# ---- decoder_select_scanner ----
decoder_select_scanner/pdn.png
Bar = 10 µm. Pins as bars on the die edge.
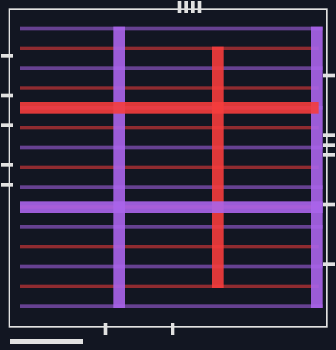
`src/rtl/decoder_scan_pkg.sv`:
```
// Shared definitions for the decoder select scanner: state encoding and
// the select-to-one-hot helper.
package decoder_scan_pkg;

  localparam logic ST_IDLE  = 1'b0;
  localparam logic ST_DWELL = 1'b1;

  // Widest select the helper supports; callers truncate to their own N.
  localparam int MAX_SEL_W = 8;
  localparam int MAX_N     = 1 << MAX_SEL_W;

  typedef enum logic {
    IDLE  = ST_IDLE,
    DWELL = ST_DWELL
  } state_t;

  function automatic logic [MAX_N-1:0] onehot_of(input logic [MAX_SEL_W-1:0] sel);
    return MAX_N'(1) << sel;
  endfunction

endpackage

```
`src/rtl/decoder_select_scanner_rr_next_index.sv`:
```
// Combinational round-robin search: first unmasked channel starting at base
// (or base+1, with base as the final candidate).
module rr_next_index #(
  parameter int SEL_W = 1
) (
  input  logic [SEL_W-1:0]      base,
  input  logic [(1<<SEL_W)-1:0] skip_mask,
  input  logic                  include_base_first,
  output logic [SEL_W-1:0]      next_idx,
  output logic                  none_found
);

  localparam int N = 1 << SEL_W;

  logic [SEL_W-1:0] first;
  logic [SEL_W-1:0] cand;

  assign first = include_base_first ? base : base + SEL_W'(1);

  // Walk candidates from farthest to nearest so the nearest unmasked one wins.
  always_comb begin
    next_idx   = '0;
    none_found = 1'b1;
    cand       = '0;
    for (int i = N - 1; i >= 0; i--) begin
      cand = first + SEL_W'(i);
      if (!skip_mask[cand]) begin
        next_idx   = cand;
        none_found = 1'b0;
      end
    end
  end

endmodule

```
`src/rtl/decoder_select_scanner.sv`:
```
// Round-robin select sequencer for a 1-to-N decoder: holds each unmasked
// channel for dwell+1 cycles and reports wrap and all-masked events.
module decoder_select_scanner
  import decoder_scan_pkg::*;
#(
  parameter int SEL_W   = 1,
  parameter int DWELL_W = 4
) (
  input  logic                  clk,
  input  logic                  rst_n,
  input  logic                  start,
  input  logic                  stop,
  input  logic [DWELL_W-1:0]    dwell,
  input  logic [(1<<SEL_W)-1:0] skip_mask,
  output logic [SEL_W-1:0]      sel,
  output logic                  sel_valid,
  output logic [(1<<SEL_W)-1:0] onehot,
  output logic                  busy,
  output logic                  wrap,
  output logic                  err
);

  localparam int N = 1 << SEL_W;

  state_t             state;
  logic [DWELL_W-1:0] cnt;
  logic [SEL_W-1:0]   base;
  logic [SEL_W-1:0]   next_idx;
  logic               none_found;
  logic               from_idle;
  logic [N-1:0]       next_onehot;

  // One searcher serves both the start search (from 0, inclusive) and the
  // advance search (from sel+1, sel last).
  assign from_idle   = (state == IDLE);
  assign base        = from_idle ? '0 : sel;
  assign next_onehot = N'(onehot_of(MAX_SEL_W'(next_idx)));

  rr_next_index #(
    .SEL_W(SEL_W)
  ) u_next (
    .base              (base),
    .skip_mask         (skip_mask),
    .include_base_first(from_idle),
    .next_idx          (next_idx),
    .none_found        (none_found)
  );

  always_ff @(posedge clk or negedge rst_n) begin
    if (!rst_n) begin
      state     <= IDLE;
      sel       <= '0;
      sel_valid <= 1'b0;
      onehot    <= '0;
      busy      <= 1'b0;
      wrap      <= 1'b0;
      err       <= 1'b0;
      cnt       <= '0;
    end else begin
      wrap <= 1'b0;
      err  <= 1'b0;
      if (stop) begin
        state     <= IDLE;
        sel_valid <= 1'b0;
        onehot    <= '0;
        busy      <= 1'b0;
        cnt       <= '0;
      end else begin
        case (state)
          IDLE: begin
            if (start) begin
              if (none_found) begin
                err <= 1'b1;
              end else begin
                sel       <= next_idx;
                onehot    <= next_onehot;
                sel_valid <= 1'b1;
                busy      <= 1'b1;
                cnt       <= dwell;
                state     <= DWELL;
              end
            end
          end
          DWELL: begin
            if (cnt != '0) begin
              cnt <= cnt - DWELL_W'(1);
            end else if (none_found) begin
              // Everything masked: abandon the scan but leave sel where it was.
              state     <= IDLE;
              sel_valid <= 1'b0;
              onehot    <= '0;
              busy      <= 1'b0;
              cnt       <= '0;
              err       <= 1'b1;
            end else begin
              sel    <= next_idx;
              onehot <= next_onehot;
              cnt    <= dwell;
              wrap   <= (next_idx <= sel);
            end
          end
          default: state <= IDLE;
        endcase
      end
    end
  end

endmodule

```
`config.mk`:
```
export PLATFORM = sky130hd
export DESIGN_NAME = decoder_select_scanner
export DESIGN_NICKNAME = d
export VERILOG_FILES = /design/src/rtl/decoder_scan_pkg.sv /design/src/rtl/decoder_select_scanner_rr_next_index.sv /design/src/rtl/decoder_select_scanner.sv
export SDC_FILE = /design/constraint.sdc
export NUM_CORES = 1
export LEC_CHECK = 0
export CORE_UTILIZATION = 38
export DETAILED_ROUTE_END_ITERATION = 6
export PLACE_DENSITY_LB_ADDON = 0.05
export RECOVER_POWER = 25
export SKIP_LAST_GASP = 1
export SYNTH_ARGS = -nofsm -noshare
export SYNTH_HDL_FRONTEND = slang
export SYNTH_SLANG_ARGS = --single-unit
export TNS_END_PERCENT = 1
```
`constraint.sdc`:
```
create_clock -name clk -period 2.48 [get_ports clk]
set_clock_uncertainty 0.2 [all_clocks]
set_input_delay 0.372 -clock clk [delete_from_list [all_inputs] [get_ports clk]]
set_output_delay 0.372 -clock clk [all_outputs]
set_load 0.02 [all_outputs]
```
==> flow_metrics.py <==
# Physical implementation metrics
metrics = {
    "place": {
        "io_buffers": 16,
    },
    "yosys": {
        "ys_types": 24,
        "area_leaders": "dfrtp_1, o21ai_0, nor2_1, a221oi_4, a21oi_1",
        "xor_share": 0.01349,
        "common_cells": "dfrtp_1, nor2_1, o21ai_0",
    },
    "critical_path": {
        "crit_buf_inv": 1,
        "path_depth": 6,
        "crit_start": "cnt[0]",
        "crit_family": "simple AND/OR/NAND/NOR gates",
    },
    "cells_and_area": {
        "final_util": 0.5490,
    },
    "pwr": {
        "switching_share": 0.3527,
    },
    "run_status": {
        "violations": "DRC",
        "status": "finished with violations",
    },
    "timing": {
        "fin_ws_ns": 0.5292,
        "drv_slew": 0,
    },
    "detailed_routing": {
        "drc": 4,
    },
}
## Picture notes: decoder_select_scanner/pdn.png
color	net
red	VDD
purple	VSS
met5 straps	2
signal pins	17


# ---- max_pool_stream ----
--- src/rtl/pool_pkg.sv ---
// Shared definitions for the streaming 2x2 pooling block: mode encoding and a max helper.
package pool_pkg;

    typedef enum logic {
        MODE_MAX = 1'b0,
        MODE_AVG = 1'b1
    } poolMode_e;

    // Wide enough for any DW up to 32 plus the pair-sum carry bit.
    localparam int unsigned POOL_MAX_W = 33;

    function automatic logic [POOL_MAX_W-1:0] pool_max(input logic [POOL_MAX_W-1:0] a,
                                                       input logic [POOL_MAX_W-1:0] b);
        return (a > b) ? a : b;
    endfunction

endpackage

--- src/rtl/pool_line_buf.sv ---
// Half-width line buffer: one synchronous write port, one combinational read port, no reset.
module pool_line_buf #(
    parameter  int unsigned DEPTH = 15,
    parameter  int unsigned WIDTH = 9,
    localparam int unsigned AW    = (DEPTH > 1) ? $clog2(DEPTH) : 1
) (
    input  logic             iCLK,
    input  logic             iWE,
    input  logic [AW-1:0]    iWADDR,
    input  logic [WIDTH-1:0] iWDATA,
    input  logic [AW-1:0]    iRADDR,
    output logic [WIDTH-1:0] oRDATA
);

    logic [WIDTH-1:0] mem [DEPTH];

    always_ff @(posedge iCLK) begin
        if (iWE) begin
            mem[iWADDR] <= iWDATA;
        end
    end

    assign oRDATA = mem[iRADDR];

endmodule

--- src/rtl/max_pool_stream.sv ---
// Streaming 2x2 / stride-2 MAX or AVG pooling over a raster-order pixel stream.
module max_pool_stream
    import pool_pkg::*;
#(
    parameter  int unsigned DW    = 8,
    parameter  int unsigned IMG_W = 30,
    parameter  int unsigned IMG_H = 30,
    localparam int unsigned OW    = IMG_W / 2,
    localparam int unsigned OH    = IMG_H / 2,
    localparam int unsigned OCW   = (OW > 1) ? $clog2(OW) : 1,
    localparam int unsigned ORW   = (OH > 1) ? $clog2(OH) : 1
) (
    input  logic           iCLK,
    input  logic           iRSTn,
    input  logic           iCLR,
    input  logic           iEN,
    input  logic           iMODE,
    input  logic [DW-1:0]  iDATA,
    output logic [DW-1:0]  oDATA,
    output logic           oVALID,
    output logic [OCW-1:0] oCOL,
    output logic [ORW-1:0] oROW,
    output logic           oLAST
);

    localparam int unsigned CW   = $clog2(IMG_W);
    localparam int unsigned RW   = $clog2(IMG_H);
    localparam bit          HOdd = (IMG_H % 2) == 1;

    logic [CW-1:0] colCnt;
    logic [RW-1:0] rowCnt;
    logic [DW-1:0] holdQ;
    poolMode_e     modeQ;

    logic           colLast, rowLast, colOdd, rowOdd, frameStart, rowWrOk;
    logic           lbWe;
    logic [OCW-1:0] lbAddr;
    logic [DW:0]    lbRd;
    logic [DW:0]    hVal;
    logic [DW+1:0]  vSum;
    logic [DW-1:0]  vVal;

    assign colLast    = (colCnt == CW'(IMG_W - 1));
    assign rowLast    = (rowCnt == RW'(IMG_H - 1));
    assign colOdd     = colCnt[0];
    assign rowOdd     = rowCnt[0];
    assign frameStart = (colCnt == '0) && (rowCnt == '0);
    // A trailing row of an odd-height frame never pairs, so it must not disturb the buffer.
    assign rowWrOk    = !(HOdd && rowLast);
    assign lbAddr     = OCW'(colCnt >> 1);
    assign lbWe       = iEN && !iCLR && colOdd && !rowOdd && rowWrOk;

    always_comb begin
        hVal = '0;
        vSum = '0;
        vVal = '0;
        if (modeQ == MODE_MAX) begin
            hVal = (DW+1)'(pool_max(POOL_MAX_W'(holdQ), POOL_MAX_W'(iDATA)));
            vVal = DW'(pool_max(POOL_MAX_W'(lbRd), POOL_MAX_W'(hVal)));
        end else begin
            hVal = {1'b0, holdQ} + {1'b0, iDATA};
            vSum = {1'b0, lbRd} + {1'b0, hVal};
            vVal = vSum[DW+1:2];
        end
    end

    pool_line_buf #(
        .DEPTH(OW),
        .WIDTH(DW + 1)
    ) uLineBuf (
        .iCLK  (iCLK),
        .iWE   (lbWe),
        .iWADDR(lbAddr),
        .iWDATA(hVal),
        .iRADDR(lbAddr),
        .oRDATA(lbRd)
    );

    always_ff @(posedge iCLK or negedge iRSTn) begin
        if (!iRSTn) begin
            colCnt <= '0;
            rowCnt <= '0;
            holdQ  <= '0;
            modeQ  <= MODE_MAX;
            oDATA  <= '0;
            oVALID <= 1'b0;
            oCOL   <= '0;
            oROW   <= '0;
            oLAST  <= 1'b0;
        end else if (iCLR) begin
            colCnt <= '0;
            rowCnt <= '0;
            holdQ  <= '0;
            oDATA  <= '0;
            oVALID <= 1'b0;
            oCOL   <= '0;
            oROW   <= '0;
            oLAST  <= 1'b0;
        end else begin
            oVALID <= 1'b0;
            oLAST  <= 1'b0;
            if (iEN) begin
                if (frameStart) begin
                    modeQ <= poolMode_e'(iMODE);
                end
                if (!colOdd) begin
                    holdQ <= iDATA;
                end
                if (colLast) begin
                    colCnt <= '0;
                    rowCnt <= rowLast ? '0 : rowCnt + 1'b1;
                end else begin
                    colCnt <= colCnt + 1'b1;
                end
                if (colOdd && rowOdd) begin
                    oVALID <= 1'b1;
                    oDATA  <= vVal;
                    oCOL   <= lbAddr;
                    oROW   <= ORW'(rowCnt >> 1);
                    oLAST  <= (colCnt == CW'(2 * OW - 1)) && (rowCnt == RW'(2 * OH - 1));
                end
            end
        end
    end

endmodule

--- config.mk ---
export PLATFORM = sky130hd
export DESIGN_NAME = max_pool_stream
export DESIGN_NICKNAME = d
export VERILOG_FILES = /design/src/rtl/pool_pkg.sv /design/src/rtl/pool_line_buf.sv /design/src/rtl/max_pool_stream.sv
export SDC_FILE = /design/constraint.sdc
export NUM_CORES = 1
export LEC_CHECK = 0
export CAP_MARGIN = 25
export CORE_MARGIN = 4
export CORE_UTILIZATION = 55
export DETAILED_ROUTE_END_ITERATION = 8
export PLACE_DENSITY_LB_ADDON = 0.15
export SYNTH_ARGS = -nofsm -noshare
export SYNTH_HDL_FRONTEND = slang
export SYNTH_HIERARCHICAL = 1
export SYNTH_SLANG_ARGS = --single-unit
--- constraint.sdc ---
create_clock -name iCLK -period 4.25 [get_ports iCLK]
set_input_delay 0.425 -clock iCLK [delete_from_list [all_inputs] [get_ports iCLK]]
set_output_delay 0.425 -clock iCLK [all_outputs]
set_load 0.05 [all_outputs]
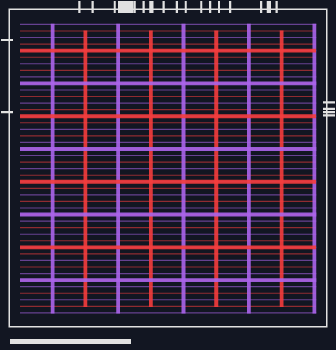
max_pool_stream/pdn.png
Bar = 50 µm. Pins as bars on the die edge.
color	net
purple	VSS
red	VDD
signal pins	31
met1 rails	45
met5 straps	8
rows	44
met4 straps	9
Placeable Area: 0.01470 mm²
Die H: 131.1 µm
Worst VDD drop: 0.0003232 V

==> flow_metrics.py <==
# Physical implementation metrics
metrics = {
    "pwr": {
        "switching_share": 0.2542,
        "power.group.top": "registers",
        "p_per_area_mw_per_mm2": 399.7,
    },
    "die": {
        "taps": 184,
        "num_rows": 44,
    },
    "cells_and_area": {
        "design_area_mm2": 0.009764,
        "drive_gt1_frac": 0.1819,
        "flop-count": 172,
        "clk_share": 0.05613,
        "sh_seq_area": 0.5106,
        "largest_reg_flops": 135,
    },
    "yosys": {
        "edf_count": 135,
        "synth.avg_cell_area_um2": 13.38,
        "ys_seq_share": 0.5974,
        "syn_area_mm2": 0.008335,
    },
    "timing": {
        "worst_slew_pin_slew_ns": 1.071,
        "rsz0062_at_grt": "no",
        "fin_skew_ns": 0.007616,
    },
    "clock_network": {
        "clock_sinks": 172,
        "clk_path_buf_depth": 2,
        "path_clk_slew_ns": 0.07,
        "holdBufCountCts": 0,
    },
    "critical_path": {
        "crit_buf_inv": 4,
        "r2r_start": "colCnt[2]",
        "timing.rr.end": "oDATA[4]",
        "r2r_setup_slack_ns": 0.34,
    },
    "run_status": {
        "status": "finished clean",
    },
    "detailed_routing": {
        "drt-met1-wl_um": 8418,
    },
    "global_route": {
        "grtUsageMet1": 0.3312,
        "grt-busiest-layer": "met2",
    },
}

# ---- sprite_feeder ----
File: src/rtl/sprite_feeder_pkg.sv
// Shared types for the per-scanline sprite loader: OAM entry layout, the
// record pushed into the sprite_unit chain, and the loader FSM states.
package sprite_feeder_pkg;

    localparam int PAT_W      = 128;
    localparam int TILE_W     = 8;
    localparam int SROW_W     = 5;
    localparam int PAT_ADDR_W = TILE_W + SROW_W;

    // Sprite height is (h+1)*8 rows, so at most 32 rows fit in a 5-bit sprite_row.
    typedef struct packed {
        logic [TILE_W-1:0] tile;
        logic [7:0]        y;
        logic [7:0]        x;
        logic [1:0]        h;
        logic [1:0]        width;
        logic [3:0]        palette;
        logic              prio;
        logic              y_mirror;
        logic              x_mirror;
    } sprite_conf_t;

    typedef struct packed {
        sprite_conf_t      conf;
        logic [PAT_W-1:0]  pat;
    } sprite_reg_t;

    typedef enum logic [2:0] {
        S_IDLE,
        S_CLEAR,
        S_OAM_RD,
        S_OAM_CHK,
        S_PAT_RD,
        S_PUSH,
        S_DONE
    } feed_state_t;

endpackage

File: src/rtl/sprite_feeder_row_hit.sv
// Vertical hit test for one OAM entry against a scanline, plus the pattern
// row to fetch (vertical mirror applied here; horizontal mirror is downstream).
module sprite_row_hit
    import sprite_feeder_pkg::*;
(
    input  sprite_conf_t       conf,
    input  logic [7:0]         row,
    output logic               hit,
    output logic [SROW_W-1:0]  sprite_row
);

    logic [8:0]        dy;
    logic [8:0]        span;
    logic [SROW_W-1:0] mrow;

    always_comb begin
        dy   = {1'b0, row} - {1'b0, conf.y};
        span = {3'b000, ({1'b0, conf.h} + 3'd1), 3'b000};
        hit  = (row >= conf.y) && (dy < span);
        // span[4:0] wraps to 0 for 32-row sprites, which still yields 31-dy mod 32.
        mrow = span[SROW_W-1:0] - SROW_W'(1) - dy[SROW_W-1:0];
        sprite_row = conf.y_mirror ? mrow : dy[SROW_W-1:0];
    end

endmodule

File: src/rtl/sprite_feeder.sv
// Per-scanline sprite loader: on start, clears the sprite_unit chain, scans OAM
// in index order and pushes {conf, pattern row} for each sprite hitting the row.
//   state     | meaning
//   S_IDLE    | waiting for start
//   S_CLEAR   | one-cycle chain_clear pulse
//   S_OAM_RD  | present OAM address idx
//   S_OAM_CHK | OAM data valid; latch conf, hit test
//   S_PAT_RD  | pattern address presented
//   S_PUSH    | out_valid held until out_ack
//   S_DONE    | scan finished; busy drops next cycle
module sprite_feeder
    import sprite_feeder_pkg::*;
#(
    parameter int NUM_SPRITES = 64,
    parameter int NUM_UNITS   = 16
) (
    input  logic                            clock,
    input  logic                            reset_l,
    input  logic                            start,
    input  logic [7:0]                      row,
    output logic                            busy,
    output logic                            overflow,
    output logic                            chain_clear,
    output logic [$clog2(NUM_SPRITES)-1:0]  oam_addr,
    input  sprite_conf_t                    oam_data,
    output logic [PAT_ADDR_W-1:0]           pat_addr,
    input  logic [PAT_W-1:0]                pat_data,
    output sprite_reg_t                     out,
    output logic                            out_valid,
    input  logic                            out_ack
);

    localparam int IDX_W = $clog2(NUM_SPRITES);
    localparam int CNT_W = $clog2(NUM_UNITS + 1);

    feed_state_t             state_q, state_d;
    logic [7:0]              row_q, row_d;
    logic [IDX_W-1:0]        idx_q, idx_d;
    logic [CNT_W-1:0]        count_q, count_d;
    logic                    overflow_q, overflow_d;
    sprite_conf_t            conf_q, conf_d;
    logic [PAT_ADDR_W-1:0]   pat_addr_q, pat_addr_d;

    logic                    hit;
    logic [SROW_W-1:0]       sprite_row;
    logic                    last_idx;

    sprite_row_hit u_row_hit (
        .conf       (oam_data),
        .row        (row_q),
        .hit        (hit),
        .sprite_row (sprite_row)
    );

    assign last_idx = (idx_q == IDX_W'(NUM_SPRITES - 1));

    always_comb begin
        state_d    = state_q;
        row_d      = row_q;
        idx_d      = idx_q;
        count_d    = count_q;
        overflow_d = overflow_q;
        conf_d     = conf_q;
        pat_addr_d = pat_addr_q;
        case (state_q)
            S_IDLE: begin
                if (start) begin
                    row_d      = row;
                    idx_d      = '0;
                    count_d    = '0;
                    overflow_d = 1'b0;
                    state_d    = S_CLEAR;
                end
            end
            S_CLEAR:  state_d = S_OAM_RD;
            S_OAM_RD: state_d = S_OAM_CHK;
            S_OAM_CHK: begin
                conf_d = oam_data;
                if (hit) begin
                    if (count_q == CNT_W'(NUM_UNITS)) begin
                        overflow_d = 1'b1;
                        state_d    = S_DONE;
                    end else begin
                        pat_addr_d = {oam_data.tile, sprite_row};
                        state_d    = S_PAT_RD;
                    end
                end else if (last_idx) begin
                    state_d = S_DONE;
                end else begin
                    idx_d   = idx_q + IDX_W'(1);
                    state_d = S_OAM_RD;
                end
            end
            S_PAT_RD: state_d = S_PUSH;
            S_PUSH: begin
                if (out_ack) begin
                    count_d = count_q + CNT_W'(1);
                    if (last_idx) begin
                        state_d = S_DONE;
                    end else begin
                        idx_d   = idx_q + IDX_W'(1);
                        state_d = S_OAM_RD;
                    end
                end
            end
            S_DONE:  state_d = S_IDLE;
            default: state_d = S_IDLE;
        endcase
    end

    always_ff @(posedge clock) begin
        if (!reset_l) begin
            state_q    <= S_IDLE;
            row_q      <= '0;
            idx_q      <= '0;
            count_q    <= '0;
            overflow_q <= 1'b0;
            conf_q     <= '0;
            pat_addr_q <= '0;
        end else begin
            state_q    <= state_d;
            row_q      <= row_d;
            idx_q      <= idx_d;
            count_q    <= count_d;
            overflow_q <= overflow_d;
            conf_q     <= conf_d;
            pat_addr_q <= pat_addr_d;
        end
    end

    // pat_addr_q is held through PUSH, so the pattern memory keeps returning
    // the same row and out stays stable for the whole ack wait.
    assign busy        = (state_q != S_IDLE);
    assign chain_clear = (state_q == S_CLEAR);
    assign out_valid   = (state_q == S_PUSH);
    assign out         = out_valid ? sprite_reg_t'({conf_q, pat_data}) : '0;
    assign oam_addr    = idx_q;
    assign pat_addr    = pat_addr_q;
    assign overflow    = overflow_q;

endmodule

File: config.mk
export PLATFORM = sky130hd
export DESIGN_NAME = sprite_feeder
export DESIGN_NICKNAME = d
export VERILOG_FILES = /design/src/rtl/sprite_feeder_pkg.sv /design/src/rtl/sprite_feeder_row_hit.sv /design/src/rtl/sprite_feeder.sv
export SDC_FILE = /design/constraint.sdc
export NUM_CORES = 1
export LEC_CHECK = 0
export CAP_MARGIN = 30
export CORE_AREA = 4 4 140 142
export DETAILED_ROUTE_END_ITERATION = 12
export DIE_AREA = 0 0 144 146
export SKIP_LAST_GASP = 1
export SYNTH_ARGS = -nofsm -noshare
export SYNTH_HDL_FRONTEND = slang
export SYNTH_HIERARCHICAL = 1
export SYNTH_SLANG_ARGS = --single-unit
File: constraint.sdc
create_clock -name clock -period 4.54 [get_ports clock]
set_input_delay 0.681 -clock clock [delete_from_list [all_inputs] [get_ports clock]]
set_output_delay 0.681 -clock clock [all_outputs]
set_load 0.02 [all_outputs]
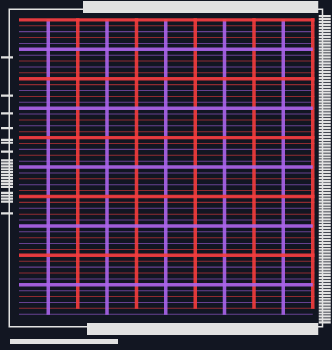
sprite_feeder/pdn.png
Bar = 50 µm. Pins as bars on the die edge.
color	net
purple	VSS
red	VDD
met1 rails	51
signal pins	361
met4 straps	10
met5 straps	10
Placeable Area: 0.01846 mm²
Die Wd: 144 µm
Die H: 146 µm
Worst VDD drop: 0.0001605 V

==> flow_metrics.py <==
# Physical implementation metrics
metrics = {
    "run_status": {
        "status": "finished clean",
    },
    "detailed_routing": {
        "drt_wl_total_um": 21400,
        "wl_met2_um": 10060,
        "drt_iter0_markers": 195,
    },
    "timing": {
        "fin_skew_ns": 0.01019,
        "worst_slew_pin_slew_ns": 0.8551,
        "whs_ns": 0.4455,
    },
    "yosys": {
        "area_leaders": "dfxtp_1, and2_1, nand2_1, a21boi_1, ha_1",
    },
    "clock_network": {
        "clk_path_buf_depth": 2,
        "ctsResizeCount": 0,
    },
    "pwr": {
        "total_power_w": 0.001665,
        "p_int_w": 0.001269,
        "p_switching_w": 0.0003962,
        "switching_share": 0.2379,
    },
    "cells_and_area": {
        "comb-cell-share": 0.3346,
        "n_all_inverters": 18,
        "largest_cell_class": "buffers",
    },
    "critical_path": {
        "crit_end": "oam_addr[5]",
    },
    "place": {
        "dp_hpwl_um": 17500,
    },
    "global_route": {
        "antenna_found_initial": 0,
    },
}

# ---- sample_framer_flat ----
sample_framer_flat/pdn.png
Bar = 20 µm. Pins as bars on the die edge.
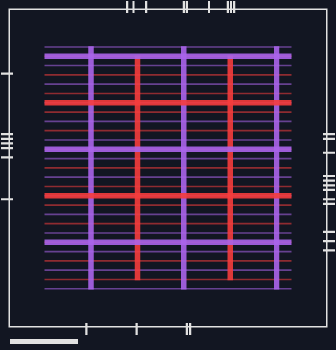
sample_framer_flat/cell_classes.png
Fill, decap, tap and diode cells in gray.
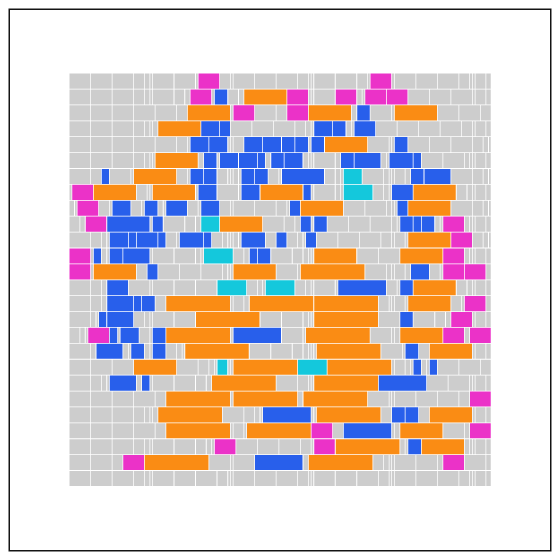
sample_framer_flat/clock_map.png
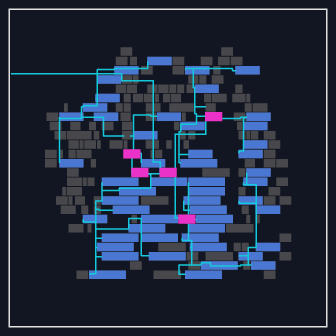
[src/rtl/sample_pkg.sv]
// Shared types and constants for the sample framer.
// Packed word layout on the filter side: {p[1:0], t[1:0], y[1:0], x[1:0]}.
// Optional feature macro used elsewhere: FRAMER_HOLD_EN.
package sample_pkg;

  // One sample as carried through the FIFO; packs to {t,y,x}.
  typedef struct packed {
    logic [1:0] t;
    logic [1:0] y;
    logic [1:0] x;
  } sample_t;

  // Framing marker for the two-bit p field.
  localparam logic [1:0] P_LIVE = 2'b11;
  localparam logic [1:0] P_IDLE = 2'b00;

  // Emission engine states, kept as plain constants so the state vector
  // can be exported unchanged on the debug port.
  localparam logic [0:0] ST_IDLE = 1'b0;
  localparam logic [0:0] ST_RUN  = 1'b1;

  // Build an output word from a framing marker and a sample.
  function automatic logic [7:0] pack_word(input logic [1:0] p, input sample_t s);
    return {p, s};
  endfunction

endpackage

[src/rtl/sample_framer_if.sv]
// Bundle of the producer-side handshake and the filter-side word stream of
// the sample framer. master = the block driving samples (and enable),
// slave = the framer itself.
//
// Handshake: a sample transfers on a rising clk edge where in_valid and
// in_ready are both 1. in_ready depends only on registered occupancy, never
// on in_valid or on a pop in the same cycle; the producer may hold in_valid
// and the in_* fields steady until the transfer edge.
interface sample_framer_if #(
  parameter int FIFO_DEPTH = 4,
  parameter int CNT_W      = 8
);
  localparam int LVL_W = $clog2(FIFO_DEPTH) + 1;

  logic             in_valid;
  logic             in_ready;
  logic [1:0]       in_x;
  logic [1:0]       in_y;
  logic [1:0]       in_t;
  logic             enable;
  logic [7:0]       word_out;
  logic             word_strobe;
  logic [LVL_W-1:0] fifo_level;
  logic [CNT_W-1:0] underflow_cnt;

  modport master (
    output in_valid, in_x, in_y, in_t, enable,
    input  in_ready, word_out, word_strobe, fifo_level, underflow_cnt
  );

  modport slave (
    input  in_valid, in_x, in_y, in_t, enable,
    output in_ready, word_out, word_strobe, fifo_level, underflow_cnt
  );

endinterface

[src/rtl/sample_fifo.sv]
// Small synchronous sample FIFO. The head entry is read straight from the
// storage registers, so it is valid in the same cycle the level says it is
// there. The caller guarantees push only when not full and pop only when
// not empty.
module sample_fifo
  import sample_pkg::*;
#(
  parameter int DEPTH = 4
) (
  input  logic                   clk,
  input  logic                   reset,
  input  logic                   push,
  input  logic                   pop,
  input  sample_t                din,
  output sample_t                dout,
  output logic [$clog2(DEPTH):0] level
);

  localparam int PTR_W = $clog2(DEPTH);

  sample_t          mem [DEPTH];
  logic [PTR_W-1:0] wr_ptr;
  logic [PTR_W-1:0] rd_ptr;

  // Storage write; contents need no reset because level gates every read.
  always_ff @(posedge clk) begin
    if (push) begin
      mem[wr_ptr] <= din;
    end
  end

  // Pointers wrap naturally because DEPTH is a power of two.
  always_ff @(posedge clk) begin
    if (reset) begin
      wr_ptr <= '0;
      rd_ptr <= '0;
    end else begin
      if (push) begin
        wr_ptr <= wr_ptr + 1'b1;
      end
      if (pop) begin
        rd_ptr <= rd_ptr + 1'b1;
      end
    end
  end

  // Occupancy: simultaneous push and pop leave it unchanged.
  always_ff @(posedge clk) begin
    if (reset) begin
      level <= '0;
    end else if (push && !pop) begin
      level <= level + 1'b1;
    end else if (pop && !push) begin
      level <= level - 1'b1;
    end
  end

  assign dout = mem[rd_ptr];

  assert property (@(posedge clk) disable iff (reset) !(pop && level == '0));
  assert property (@(posedge clk) disable iff (reset)
                   !(push && !pop && level == ($clog2(DEPTH)+1)'(DEPTH)));

endmodule

[src/rtl/sample_framer.sv]
// Sample framer: buffers x/y/t samples from a producer and emits one packed
// {p,t,y,x} word per pacing slot toward the windowed-sum filter.
// Build option FRAMER_HOLD_EN: an empty slot repeats the last live word
// instead of emitting the idle word 8'h00.
module sample_framer
  import sample_pkg::*;
#(
  parameter int FIFO_DEPTH    = 4,
  parameter int SAMPLE_PERIOD = 4,
  parameter int CNT_W         = 8
) (
  input  logic           clk,
  input  logic           reset,
  sample_framer_if.slave bus,
  output logic [0:0]     fsm_state
);

  localparam int LVL_W  = $clog2(FIFO_DEPTH) + 1;
  localparam int PACE_W = (SAMPLE_PERIOD > 1) ? $clog2(SAMPLE_PERIOD) : 1;
  localparam logic [LVL_W-1:0]  FULL_LEVEL = LVL_W'(FIFO_DEPTH);
  localparam logic [PACE_W-1:0] PACE_LAST  = PACE_W'(SAMPLE_PERIOD - 1);

  logic [0:0]        state;
  logic [PACE_W-1:0] pace;
  logic [LVL_W-1:0]  level;
  sample_t           in_sample;
  sample_t           head;
  logic              push;
  logic              pop;
  logic              slot;
  logic              has_data;
  logic [7:0]        idle_word;
  logic [7:0]        word_q;
  logic              strobe_q;
  logic [CNT_W-1:0]  under_q;

  assign in_sample.t = bus.in_t;
  assign in_sample.y = bus.in_y;
  assign in_sample.x = bus.in_x;

  // Ready comes from the registered level only, so a pop this cycle does
  // not open room until the next one.
  assign bus.in_ready = (level < FULL_LEVEL);
  assign push         = bus.in_valid && bus.in_ready;

  // A slot needs RUN and enable still high; dropping enable wins over a slot.
  assign slot     = (state == ST_RUN) && bus.enable && (pace == PACE_LAST);
  assign has_data = (level != '0);
  assign pop      = slot && has_data;

  sample_fifo #(
    .DEPTH (FIFO_DEPTH)
  ) u_fifo (
    .clk   (clk),
    .reset (reset),
    .push  (push),
    .pop   (pop),
    .din   (in_sample),
    .dout  (head),
    .level (level)
  );

  // Emission engine state: IDLE until enabled, back to IDLE as soon as
  // enable drops.
  always_ff @(posedge clk) begin
    if (reset) begin
      state <= ST_IDLE;
    end else begin
      case (state)
        ST_IDLE: if (bus.enable)  state <= ST_RUN;
        ST_RUN:  if (!bus.enable) state <= ST_IDLE;
        default: state <= ST_IDLE;
      endcase
    end
  end

  // Pace counter: counts 0..SAMPLE_PERIOD-1 while running, held at 0 otherwise,
  // so the first slot always lands SAMPLE_PERIOD cycles after entering RUN.
  always_ff @(posedge clk) begin
    if (reset) begin
      pace <= '0;
    end else if ((state == ST_RUN) && bus.enable) begin
      pace <= slot ? '0 : pace + 1'b1;
    end else begin
      pace <= '0;
    end
  end

`ifdef FRAMER_HOLD_EN
  logic [7:0] last_word;

  // Remember the most recent live word for re-emission on empty slots;
  // cleared on reset so nothing stale survives a flush.
  always_ff @(posedge clk) begin
    if (reset) begin
      last_word <= 8'h00;
    end else if (pop) begin
      last_word <= pack_word(P_LIVE, head);
    end
  end

  assign idle_word = last_word;
`else
  assign idle_word = pack_word(P_IDLE, '0);
`endif

  // Output register: one-cycle word per slot, idle word everywhere else.
  always_ff @(posedge clk) begin
    if (reset) begin
      word_q   <= 8'h00;
      strobe_q <= 1'b0;
    end else begin
      strobe_q <= slot;
      if (slot) begin
        word_q <= has_data ? pack_word(P_LIVE, head) : idle_word;
      end else begin
        word_q <= 8'h00;
      end
    end
  end

  // Saturating count of slots that found the FIFO empty.
  always_ff @(posedge clk) begin
    if (reset) begin
      under_q <= '0;
    end else if (slot && !has_data && (under_q != '1)) begin
      under_q <= under_q + 1'b1;
    end
  end

  assign bus.word_out      = word_q;
  assign bus.word_strobe   = strobe_q;
  assign bus.fifo_level    = level;
  assign bus.underflow_cnt = under_q;
  assign fsm_state         = state;

endmodule

[src/flat_wrapper.sv]
// flat-port wrapper written by rule: the top's interface ports become plain ports
module sample_framer_flat import sample_pkg::*;
#(
  parameter int FIFO_DEPTH    = 4,
  parameter int SAMPLE_PERIOD = 4,
  parameter int CNT_W         = 8
)
  (clk, reset, fsm_state, bus_in_valid, bus_in_x, bus_in_y, bus_in_t, bus_enable, bus_in_ready, bus_word_out, bus_word_strobe, bus_fifo_level, bus_underflow_cnt);
  sample_framer_if #(.FIFO_DEPTH(FIFO_DEPTH), .CNT_W(CNT_W)) bus_i ();
  input  logic clk;
  input  logic reset;
  output logic [0:0] fsm_state;
  input wire logic [$bits(bus_i.in_valid)-1:0] bus_in_valid;
  input wire logic [$bits(bus_i.in_x)-1:0] bus_in_x;
  input wire logic [$bits(bus_i.in_y)-1:0] bus_in_y;
  input wire logic [$bits(bus_i.in_t)-1:0] bus_in_t;
  input wire logic [$bits(bus_i.enable)-1:0] bus_enable;
  output wire logic [$bits(bus_i.in_ready)-1:0] bus_in_ready;
  output wire logic [$bits(bus_i.word_out)-1:0] bus_word_out;
  output wire logic [$bits(bus_i.word_strobe)-1:0] bus_word_strobe;
  output wire logic [$bits(bus_i.fifo_level)-1:0] bus_fifo_level;
  output wire logic [$bits(bus_i.underflow_cnt)-1:0] bus_underflow_cnt;
  assign bus_i.in_valid = bus_in_valid;
  assign bus_i.in_x = bus_in_x;
  assign bus_i.in_y = bus_in_y;
  assign bus_i.in_t = bus_in_t;
  assign bus_i.enable = bus_enable;
  assign bus_in_ready = bus_i.in_ready;
  assign bus_word_out = bus_i.word_out;
  assign bus_word_strobe = bus_i.word_strobe;
  assign bus_fifo_level = bus_i.fifo_level;
  assign bus_underflow_cnt = bus_i.underflow_cnt;
  sample_framer #(.FIFO_DEPTH(FIFO_DEPTH), .SAMPLE_PERIOD(SAMPLE_PERIOD), .CNT_W(CNT_W)) u_core (.clk(clk), .reset(reset), .bus(bus_i), .fsm_state(fsm_state));
endmodule
[config.mk]
export PLATFORM = sky130hd
export DESIGN_NAME = sample_framer_flat
export DESIGN_NICKNAME = d
export VERILOG_FILES = /design/src/rtl/sample_pkg.sv /design/src/rtl/sample_framer_if.sv /design/src/rtl/sample_fifo.sv /design/src/rtl/sample_framer.sv /design/src/flat_wrapper.sv
export SDC_FILE = /design/constraint.sdc
export NUM_CORES = 1
export LEC_CHECK = 0
export CAP_MARGIN = 20
export CORE_MARGIN = 10
export CORE_UTILIZATION = 40
export CTS_BUF_LIST = sky130_fd_sc_hd__clkbuf_2 sky130_fd_sc_hd__clkbuf_4 sky130_fd_sc_hd__clkbuf_8
export DETAILED_ROUTE_END_ITERATION = 10
export PLACE_DENSITY_LB_ADDON = 0.12
export SYNTH_ARGS = -nofsm -noshare
export SYNTH_HDL_FRONTEND = slang
export SYNTH_SLANG_ARGS = --single-unit
export TNS_END_PERCENT = 10
[constraint.sdc]
create_clock -name clk -period 3.1 [get_ports clk]
set_input_delay 0.31 -clock clk [delete_from_list [all_inputs] [get_ports clk]]
set_output_delay 0.31 -clock clk [all_outputs]
set_load 0.05 [all_outputs]
==> flow_metrics.py <==
# Physical implementation metrics
metrics = {
    "run_status": {
        "status": "finished clean",
    },
    "detailed_routing": {
        "final_antenna_net_count": 0,
        "wl_met3_um": 274,
    },
    "cells_and_area": {
        "final_nets": 202,
        "nNonClkBuffers": 31,
        "final_util": 0.4995,
    },
    "global_route": {
        "antenna_found_initial": 0,
        "grt-busiest-layer": "met2",
    },
    "place": {
        "dp_hpwl_um": 2866,
    },
    "clock_network": {
        "cts_tree": "yes",
        "cts_setup_buffers": 0,
        "clock_sinks": 52,
    },
    "timing": {
        "hold_violations": 0,
        "timing.setup.tns_ns": 0,
    },
    "die": {
        "chipWidth_um": 92.41,
        "num_rows": 26,
    },
    "critical_path": {
        "critPathKind": "flop to flop",
        "max_stage_delay_ns": 0.37,
        "crit_family": "adder cells",
        "r2r_start": "u_core.pace[0]",
        "crit_end": "u_core.u_fifo.level[2]",
    },
    "run": {
        "tool_warnings": 29,
    },
    "yosys": {
        "xor_share": 0.01253,
        "synthCells": 154,
    },
}
## Picture notes: sample_framer_flat/pdn.png
color	net
purple	VSS
red	VDD
signal pins	32
met1 rails	27
met5 straps	5

## Picture notes: sample_framer_flat/cell_classes.png
color	class	cells
magenta	other buffers and delay cells	31
blue	all other logic	94
cyan	clock drivers and dummy loads	8
orange	flip-flops	52

## Picture notes: sample_framer_flat/clock_map.png
[cyan] clock wires | length: 513 µm
[magenta] cells driving clock nets | count: 5
[blue] flip-flops | count: 52
routed clock nets	6


# ---- stack_port_arbiter ----
stack_port_arbiter/pdn.png
Bar = 20 µm. Pins as bars on the die edge.
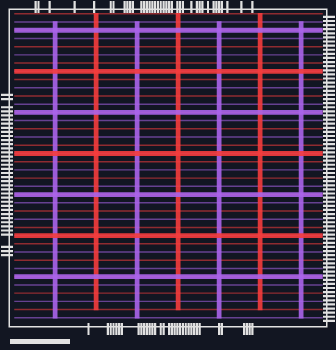
### config.mk
export PLATFORM = sky130hd
export DESIGN_NAME = stack_port_arbiter
export DESIGN_NICKNAME = d
export VERILOG_FILES = /design/src/rtl/stack_port_arbiter.sv
export SDC_FILE = /design/constraint.sdc
export NUM_CORES = 1
export LEC_CHECK = 0
export ABC_CLOCK_PERIOD_IN_PS = 2050
export CORE_UTILIZATION = 38
export DETAILED_ROUTE_END_ITERATION = 6
export PLACE_DENSITY = 0.78
export SLEW_MARGIN = 20
export SYNTH_ARGS = -nofsm -noshare
export SYNTH_HDL_FRONTEND = slang
export SYNTH_SLANG_ARGS = --single-unit
### constraint.sdc
create_clock -name clk -period 2.05 [get_ports clk]
set_input_delay 0.3075 -clock clk [delete_from_list [all_inputs] [get_ports clk]]
set_output_delay 0.3075 -clock clk [all_outputs]
set_load 0.05 [all_outputs]
### src/rtl/stack_port_arbiter.sv
// stack_port_arbiter
// Shares a single stack32 port among NREQ requesters (control FSM, local-variable
// frame unit, constant loader) with round-robin arbitration. Only one stack
// transaction is in flight at a time; the granted requester gets a one-cycle ack
// together with pop data.
//
// Optional feature: define ARB_OCCUPANCY_EN to track stack occupancy and reject
// pops from an empty stack or pushes to a full one without touching the stack.
//
// Ports
//   clk, rst      clock (rising edge), asynchronous active-high reset
//   req           per-requester request level, held until its ack
//   req_push      per-requester op (1=push, 0=pop), stable while req is high
//   req_wdata     push data, slice i belongs to requester i
//   ack           one-cycle one-hot completion pulse
//   rdata         pop result, valid in the ack cycle and held until the next ack
//   err           rejected-op flag, valid in the ack cycle
//   busy          high whenever a transaction is being handled
//   grant_id      index of the current/last granted requester
//   depth         stack occupancy (tied to 0 without ARB_OCCUPANCY_EN)
//   stk_push, stk_trigger, stk_wdata   to the stack32 port
//   stk_rdata, stk_done                from the stack32 port
module stack_port_arbiter #(
  parameter int NREQ  = 2,
  parameter int WIDTH = 32,
  parameter int DEPTH = 256
) (
  input  logic                          clk,
  input  logic                          rst,
  input  logic [NREQ-1:0]               req,
  input  logic [NREQ-1:0]               req_push,
  input  logic [NREQ*WIDTH-1:0]         req_wdata,
  output logic [NREQ-1:0]               ack,
  output logic [WIDTH-1:0]              rdata,
  output logic                          err,
  output logic                          busy,
  output logic [1:0]                    grant_id,
  output logic [$clog2(DEPTH+1)-1:0]    depth,
  output logic                          stk_push,
  output logic                          stk_trigger,
  output logic [WIDTH-1:0]              stk_wdata,
  input  logic [WIDTH-1:0]              stk_rdata,
  input  logic                          stk_done
);

  localparam int DW = $clog2(DEPTH+1);

  typedef enum logic [1:0] {IDLE, ISSUE, WAIT, DONE} state_t;

  state_t           state;
  state_t           state_next;
  logic [3:0]       req_pad;
  logic [3:0]       push_pad;
  logic [2:0]       cand;
  logic             found;
  logic [1:0]       next_gnt;
  logic             sel_push;
  logic [WIDTH-1:0] sel_wdata;
  logic             reject;

  // Round-robin pick: scan from the requester after the last grant, wrapping
  // around, so the last winner has the lowest priority. The request vectors are
  // padded to four bits so a two-bit index is always in range.
  always_comb begin
    req_pad              = '0;
    push_pad             = '0;
    req_pad[NREQ-1:0]    = req;
    push_pad[NREQ-1:0]   = req_push;
    found                = 1'b0;
    next_gnt             = grant_id;
    cand                 = '0;
    for (int off = 1; off <= NREQ; off++) begin
      cand = {1'b0, grant_id} + 3'(off);
      if (cand >= 3'(NREQ)) cand = cand - 3'(NREQ);
      if (!found && req_pad[cand[1:0]]) begin
        found    = 1'b1;
        next_gnt = cand[1:0];
      end
    end
    sel_push  = push_pad[next_gnt];
    sel_wdata = '0;
    for (int i = 0; i < NREQ; i++) begin
      if (next_gnt == 2'(i)) sel_wdata = req_wdata[i*WIDTH +: WIDTH];
    end
  end

`ifdef ARB_OCCUPANCY_EN
  // An op that would underflow or overflow the stack never reaches it.
  assign reject = sel_push ? (depth == DW'(DEPTH)) : (depth == '0);
`else
  assign reject = 1'b0;
`endif

  always_ff @(posedge clk or posedge rst) begin
    if (rst) state <= IDLE;
    else     state <= state_next;
  end

  // Rejected ops skip the stack entirely and go straight to the ack cycle.
  always_comb begin
    state_next = state;
    case (state)
      IDLE:    if (found) state_next = reject ? DONE : ISSUE;
      ISSUE:   state_next = WAIT;
      WAIT:    if (stk_done) state_next = DONE;
      DONE:    state_next = IDLE;
      default: state_next = IDLE;
    endcase
  end

  always_comb begin
    busy        = (state != IDLE);
    stk_trigger = (state == ISSUE);
    ack         = '0;
    for (int i = 0; i < NREQ; i++) begin
      ack[i] = (state == DONE) && (grant_id == 2'(i));
    end
  end

  // grant_id resets to the last requester so requester 0 wins the first grant.
  always_ff @(posedge clk or posedge rst) begin
    if (rst) begin
      grant_id  <= 2'(NREQ-1);
      stk_push  <= 1'b0;
      stk_wdata <= '0;
      rdata     <= '0;
    end else begin
      if (state == IDLE && found) begin
        grant_id  <= next_gnt;
        stk_push  <= sel_push;
        stk_wdata <= sel_wdata;
        if (reject) rdata <= '0;
      end
      if (state == WAIT && stk_done && !stk_push) rdata <= stk_rdata;
    end
  end

`ifdef ARB_OCCUPANCY_EN
  always_ff @(posedge clk or posedge rst) begin
    if (rst) begin
      err <= 1'b0;
    end else if (state == IDLE && found) begin
      err <= reject;
    end
  end

  // Occupancy changes once the op has completed, and never for a rejected op.
  always_ff @(posedge clk or posedge rst) begin
    if (rst) begin
      depth <= '0;
    end else if (state == DONE && !err) begin
      depth <= stk_push ? depth + 1'b1 : depth - 1'b1;
    end
  end
`else
  assign err   = 1'b0;
  assign depth = '0;
`endif

endmodule

==> flow_metrics.py <==
# Physical implementation metrics
metrics = {
    "pwr": {
        "pg_seq_w": 0.00244,
        "p_switching_w": 0.005003,
        "seqPwrFrac": 0.244,
    },
    "clock_network": {
        "htree_levels": 3,
        "holdBufCountCts": 0,
    },
    "timing": {
        "fmax_mhz": 533.5,
        "fin_ws_ns": 0.1755,
    },
    "cells_and_area": {
        "mi_logic_area_mm2": 0.002012,
        "buffer_area_frac": 0.3173,
        "n_all_inverters": 6,
        "clkbuf_count": 10,
        "nNonClkBuffers": 186,
    },
    "yosys": {
        "ys_warn_count": 0,
        "syn_area_mm2": 0.004001,
        "yosys_cells": 367,
        "ys_ff": 69,
        "ff_type": "dfrtp_1",
        "async_flop_share": 1.000,
        "ys_types": 29,
        "aoi_share": 0.2245,
    },
    "die": {
        "num_rows": 37,
        "initCoreUtil": 0.3893,
    },
    "run_status": {
        "status": "finished clean",
    },
    "critical_path": {
        "critPathKind": "flop to output port",
        "r2r_start": "state[1]",
        "crit_family": "flip-flops",
    },
    "global_route": {
        "antenna_found_initial": 0,
    },
    "detailed_routing": {
        "vias_per_cell": 5.196,
    },
}
Notes on stack_port_arbiter/pdn.png above:
color	net
purple	VSS
red	VDD
signal pins	184
rows	37
met5 straps	7
met1 rails	38
Worst VDD drop: 0.0009024 V
Placeable Area: 0.01028 mm²
Die H: 104.6 µm
Die Wd: 104.6 µm


# ---- routing_cfg_loader ----
routing_cfg_loader/pdn.png
Bar = 20 µm. Pins as bars on the die edge.
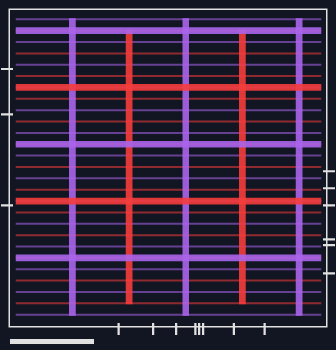
routing_cfg_loader/cell_classes.png
Fill, decap, tap and diode cells in gray.
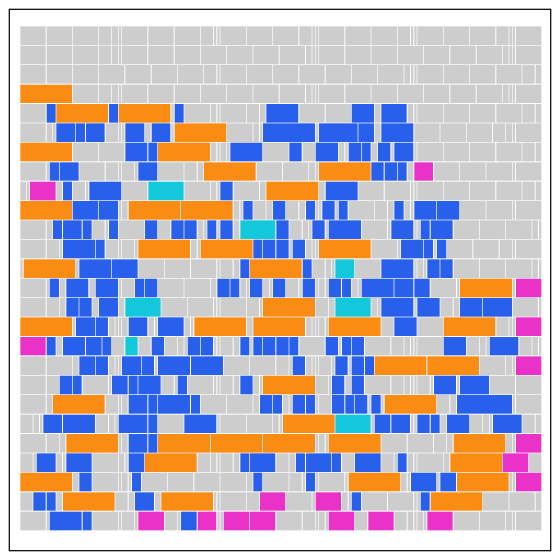
<file path="src/rtl/routing_cfg_loader.sv">
// routing_cfg_loader: hunts a serial stream for a sync word, loads a routing BitFile plus
// checksum byte, and commits the BitFile only when the checksum verifies.
`default_nettype none

module routing_cfg_loader #(
  parameter logic [7:0]           SYNC_WORD   = 8'hA5,
  parameter int                   CFG_WIDTH   = 8,
  parameter logic [CFG_WIDTH-1:0] DEFAULT_CFG = 8'hE4
) (
  input  logic                 clk_i,
  input  logic                 rst_ni,
  input  logic                 cfg_data_i,
  input  logic                 cfg_valid_i,
  output logic                 cfg_ready_o,
  input  logic                 cfg_abort_i,
  output logic [CFG_WIDTH-1:0] bit_file_o,
  output logic                 cfg_busy_o,
  output logic                 cfg_done_o,
  output logic                 cfg_err_o
);

  localparam int CNT_W = (CFG_WIDTH > 8) ? $clog2(CFG_WIDTH) : 3;
  localparam logic [CNT_W-1:0] LAST_PAY  = CNT_W'(CFG_WIDTH - 1);
  localparam logic [CNT_W-1:0] LAST_CSUM = CNT_W'(7);
  localparam logic [3:0]       HUNT_SAT  = 4'd8;

  typedef enum logic [1:0] {
    HUNT   = 2'd0,
    LOAD   = 2'd1,
    CHECK  = 2'd2,
    COMMIT = 2'd3
  } state_t;

  state_t               state_q, state_d;
  logic [7:0]           win_q, win_d;
  logic [3:0]           hunt_q, hunt_d;
  logic [CNT_W-1:0]     cnt_q, cnt_d;
  logic [CFG_WIDTH-1:0] pay_q, pay_d;
  logic [7:0]           csum_q, csum_d;
  logic [CFG_WIDTH-1:0] bf_q, bf_d;
  logic                 done_q, done_d;
  logic                 err_q, err_d;
  logic                 busy_q, busy_d;
  logic                 ready_q, ready_d;

  logic                 accept;
  logic [7:0]           win_shift;
  logic [3:0]           hunt_inc;
  logic [7:0]           sum;

  assign accept    = cfg_valid_i && ready_q;
  assign win_shift = {win_q[6:0], cfg_data_i};
  assign hunt_inc  = (hunt_q == HUNT_SAT) ? HUNT_SAT : hunt_q + 4'd1;
  // Checksum is defined over the low byte of the payload.
  assign sum       = pay_q[7:0] + csum_q;

  always_comb begin
    state_d = state_q;
    win_d   = win_q;
    hunt_d  = hunt_q;
    cnt_d   = cnt_q;
    pay_d   = pay_q;
    csum_d  = csum_q;
    bf_d    = bf_q;
    done_d  = 1'b0;
    err_d   = 1'b0;

    if (cfg_abort_i) begin
      state_d = HUNT;
      win_d   = '0;
      hunt_d  = '0;
      cnt_d   = '0;
      pay_d   = '0;
      csum_d  = '0;
    end else begin
      case (state_q)
        HUNT: begin
          if (accept) begin
            win_d  = win_shift;
            hunt_d = hunt_inc;
            if (win_shift == SYNC_WORD && hunt_inc == HUNT_SAT) begin
              state_d = LOAD;
              cnt_d   = '0;
            end
          end
        end
        LOAD: begin
          if (accept) begin
            pay_d = {pay_q[CFG_WIDTH-2:0], cfg_data_i};
            if (cnt_q == LAST_PAY) begin
              state_d = CHECK;
              cnt_d   = '0;
            end else begin
              cnt_d = cnt_q + 1'b1;
            end
          end
        end
        CHECK: begin
          if (accept) begin
            csum_d = {csum_q[6:0], cfg_data_i};
            if (cnt_q == LAST_CSUM) begin
              state_d = COMMIT;
              cnt_d   = '0;
            end else begin
              cnt_d = cnt_q + 1'b1;
            end
          end
        end
        COMMIT: begin
          if (sum == 8'd0) begin
            bf_d   = pay_q;
            done_d = 1'b1;
          end else begin
            err_d = 1'b1;
          end
          // Sync bits are never shared across frames.
          state_d = HUNT;
          win_d   = '0;
          hunt_d  = '0;
          cnt_d   = '0;
        end
        default: state_d = HUNT;
      endcase
    end

    ready_d = (state_d != COMMIT);
    busy_d  = (state_d != HUNT);
  end

  always_ff @(posedge clk_i) begin
    if (!rst_ni) begin
      state_q <= HUNT;
      win_q   <= '0;
      hunt_q  <= '0;
      cnt_q   <= '0;
      pay_q   <= '0;
      csum_q  <= '0;
      bf_q    <= DEFAULT_CFG;
      done_q  <= 1'b0;
      err_q   <= 1'b0;
      busy_q  <= 1'b0;
      ready_q <= 1'b0;
    end else begin
      state_q <= state_d;
      win_q   <= win_d;
      hunt_q  <= hunt_d;
      cnt_q   <= cnt_d;
      pay_q   <= pay_d;
      csum_q  <= csum_d;
      bf_q    <= bf_d;
      done_q  <= done_d;
      err_q   <= err_d;
      busy_q  <= busy_d;
      ready_q <= ready_d;
    end
  end

  assign cfg_ready_o = ready_q;
  assign bit_file_o  = bf_q;
  assign cfg_busy_o  = busy_q;
  assign cfg_done_o  = done_q;
  assign cfg_err_o   = err_q;

endmodule

`default_nettype wire

</file>
<file path="config.mk">
export PLATFORM = sky130hd
export DESIGN_NAME = routing_cfg_loader
export DESIGN_NICKNAME = d
export VERILOG_FILES = /design/src/rtl/routing_cfg_loader.sv
export SDC_FILE = /design/constraint.sdc
export NUM_CORES = 1
export LEC_CHECK = 0
export CORE_UTILIZATION = 40
export CTS_BUF_LIST = sky130_fd_sc_hd__clkbuf_2 sky130_fd_sc_hd__clkbuf_4 sky130_fd_sc_hd__clkbuf_8
export DETAILED_ROUTE_END_ITERATION = 6
export MAX_ROUTING_LAYER = met4
export PLACE_DENSITY = 0.63
export SLEW_MARGIN = 15
export SYNTH_ARGS = -nofsm -noshare
export SYNTH_HDL_FRONTEND = slang
export SYNTH_SLANG_ARGS = --single-unit
</file>
<file path="constraint.sdc">
create_clock -name clk_i -period 7.8 [get_ports clk_i]
set_input_delay 0.78 -clock clk_i [delete_from_list [all_inputs] [get_ports clk_i]]
set_output_delay 0.78 -clock clk_i [all_outputs]
set_load 0.01 [all_outputs]
</file>
==> flow_metrics.py <==
# Physical implementation metrics
metrics = {
    "timing": {
        "hold_violations": 0,
        "timing.setup.tns_ns": 0,
        "fin_ws_ns": 5.026,
    },
    "cells_and_area": {
        "nNonClkBuffers": 18,
        "area.sequential_um2": 880.8,
    },
    "critical_path": {
        "cp_data_arrival_time_ns": 3.00,
    },
    "yosys": {
        "adder_share": 0.09568,
        "syn_area_mm2": 0.002171,
    },
    "place": {
        "dp_hpwl_um": 3033,
    },
    "hold_path": {
        "hold_end": "cnt_q[2]",
    },
    "detailed_routing": {
        "highest_layer": "met4",
        "final_antenna_net_count": 0,
    },
    "run_status": {
        "status": "finished clean",
    },
    "global_route": {
        "track_usage": 0.1695,
    },
    "pwr": {
        "p_per_area_mw_per_mm2": 151.0,
    },
}
Notes on routing_cfg_loader/pdn.png above:
color	net
purple	VSS
red	VDD
met1 rails	27
met4 straps	5

Notes on routing_cfg_loader/cell_classes.png above:
color	class	cells
cyan	clock drivers and dummy loads	7
blue	all other logic	190
orange	flip-flops	44
magenta	other buffers and delay cells	18
# rows: 26
fin util: 0.4790
sequential share of cell area: 0.3556



==> notes/layouts.md <==
Pictures saved along the way, in no particular order.

Clock wiring as the flow saved it.
panel A
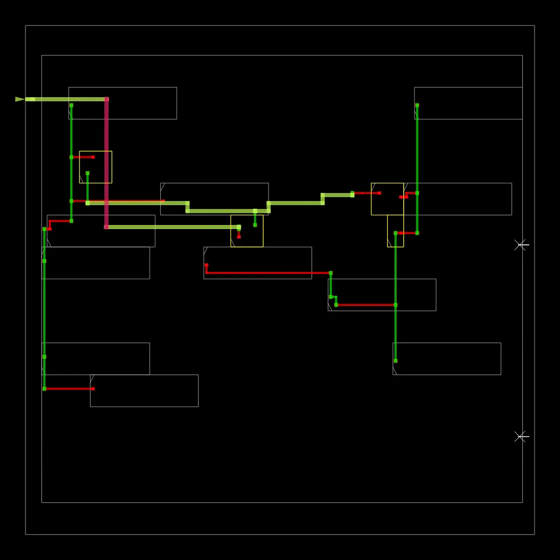
panel B
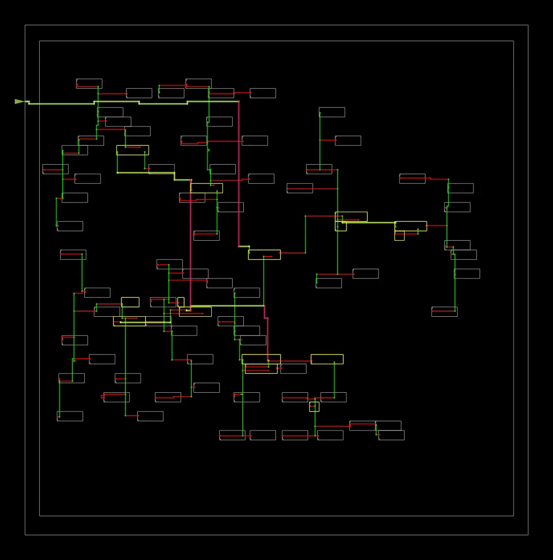
panel C
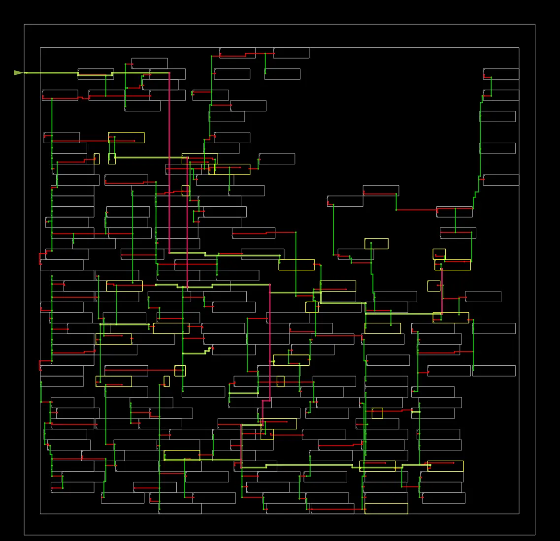
panel D
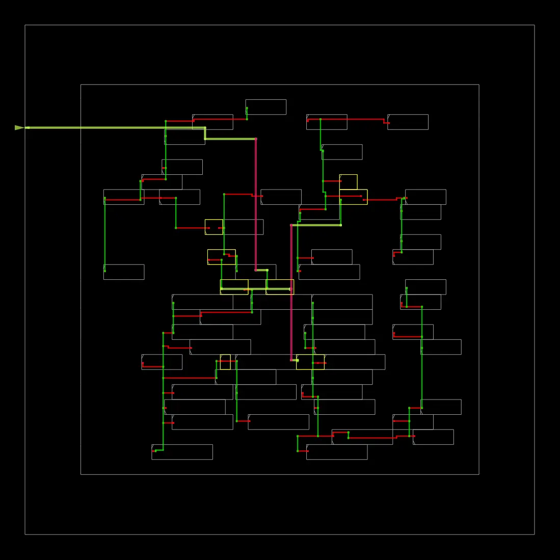
panel E
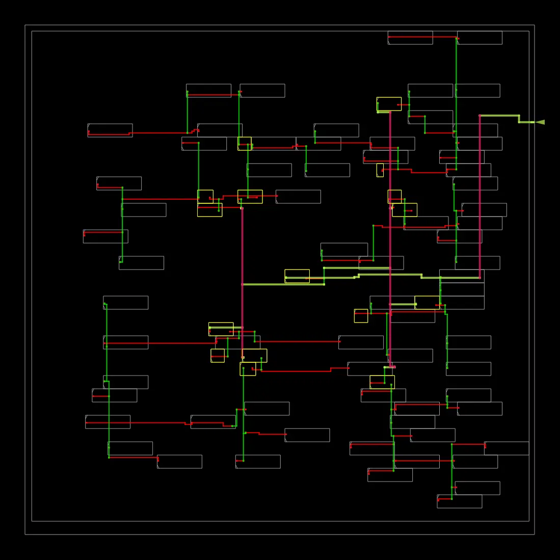
panel F
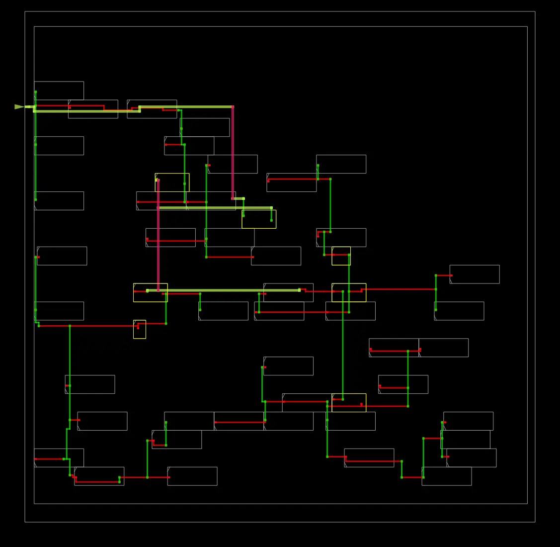
Of these, most clock buffers: panel C
Panel C comes from max_pool_stream.
Panel D comes from sample_framer_flat.
Panel B comes from sprite_feeder.
Panel E comes from stack_port_arbiter.
Panel A comes from decoder_select_scanner.
Panel F comes from routing_cfg_loader.

Power figures rest on the tool's default switching activity, not on a simulated workload.
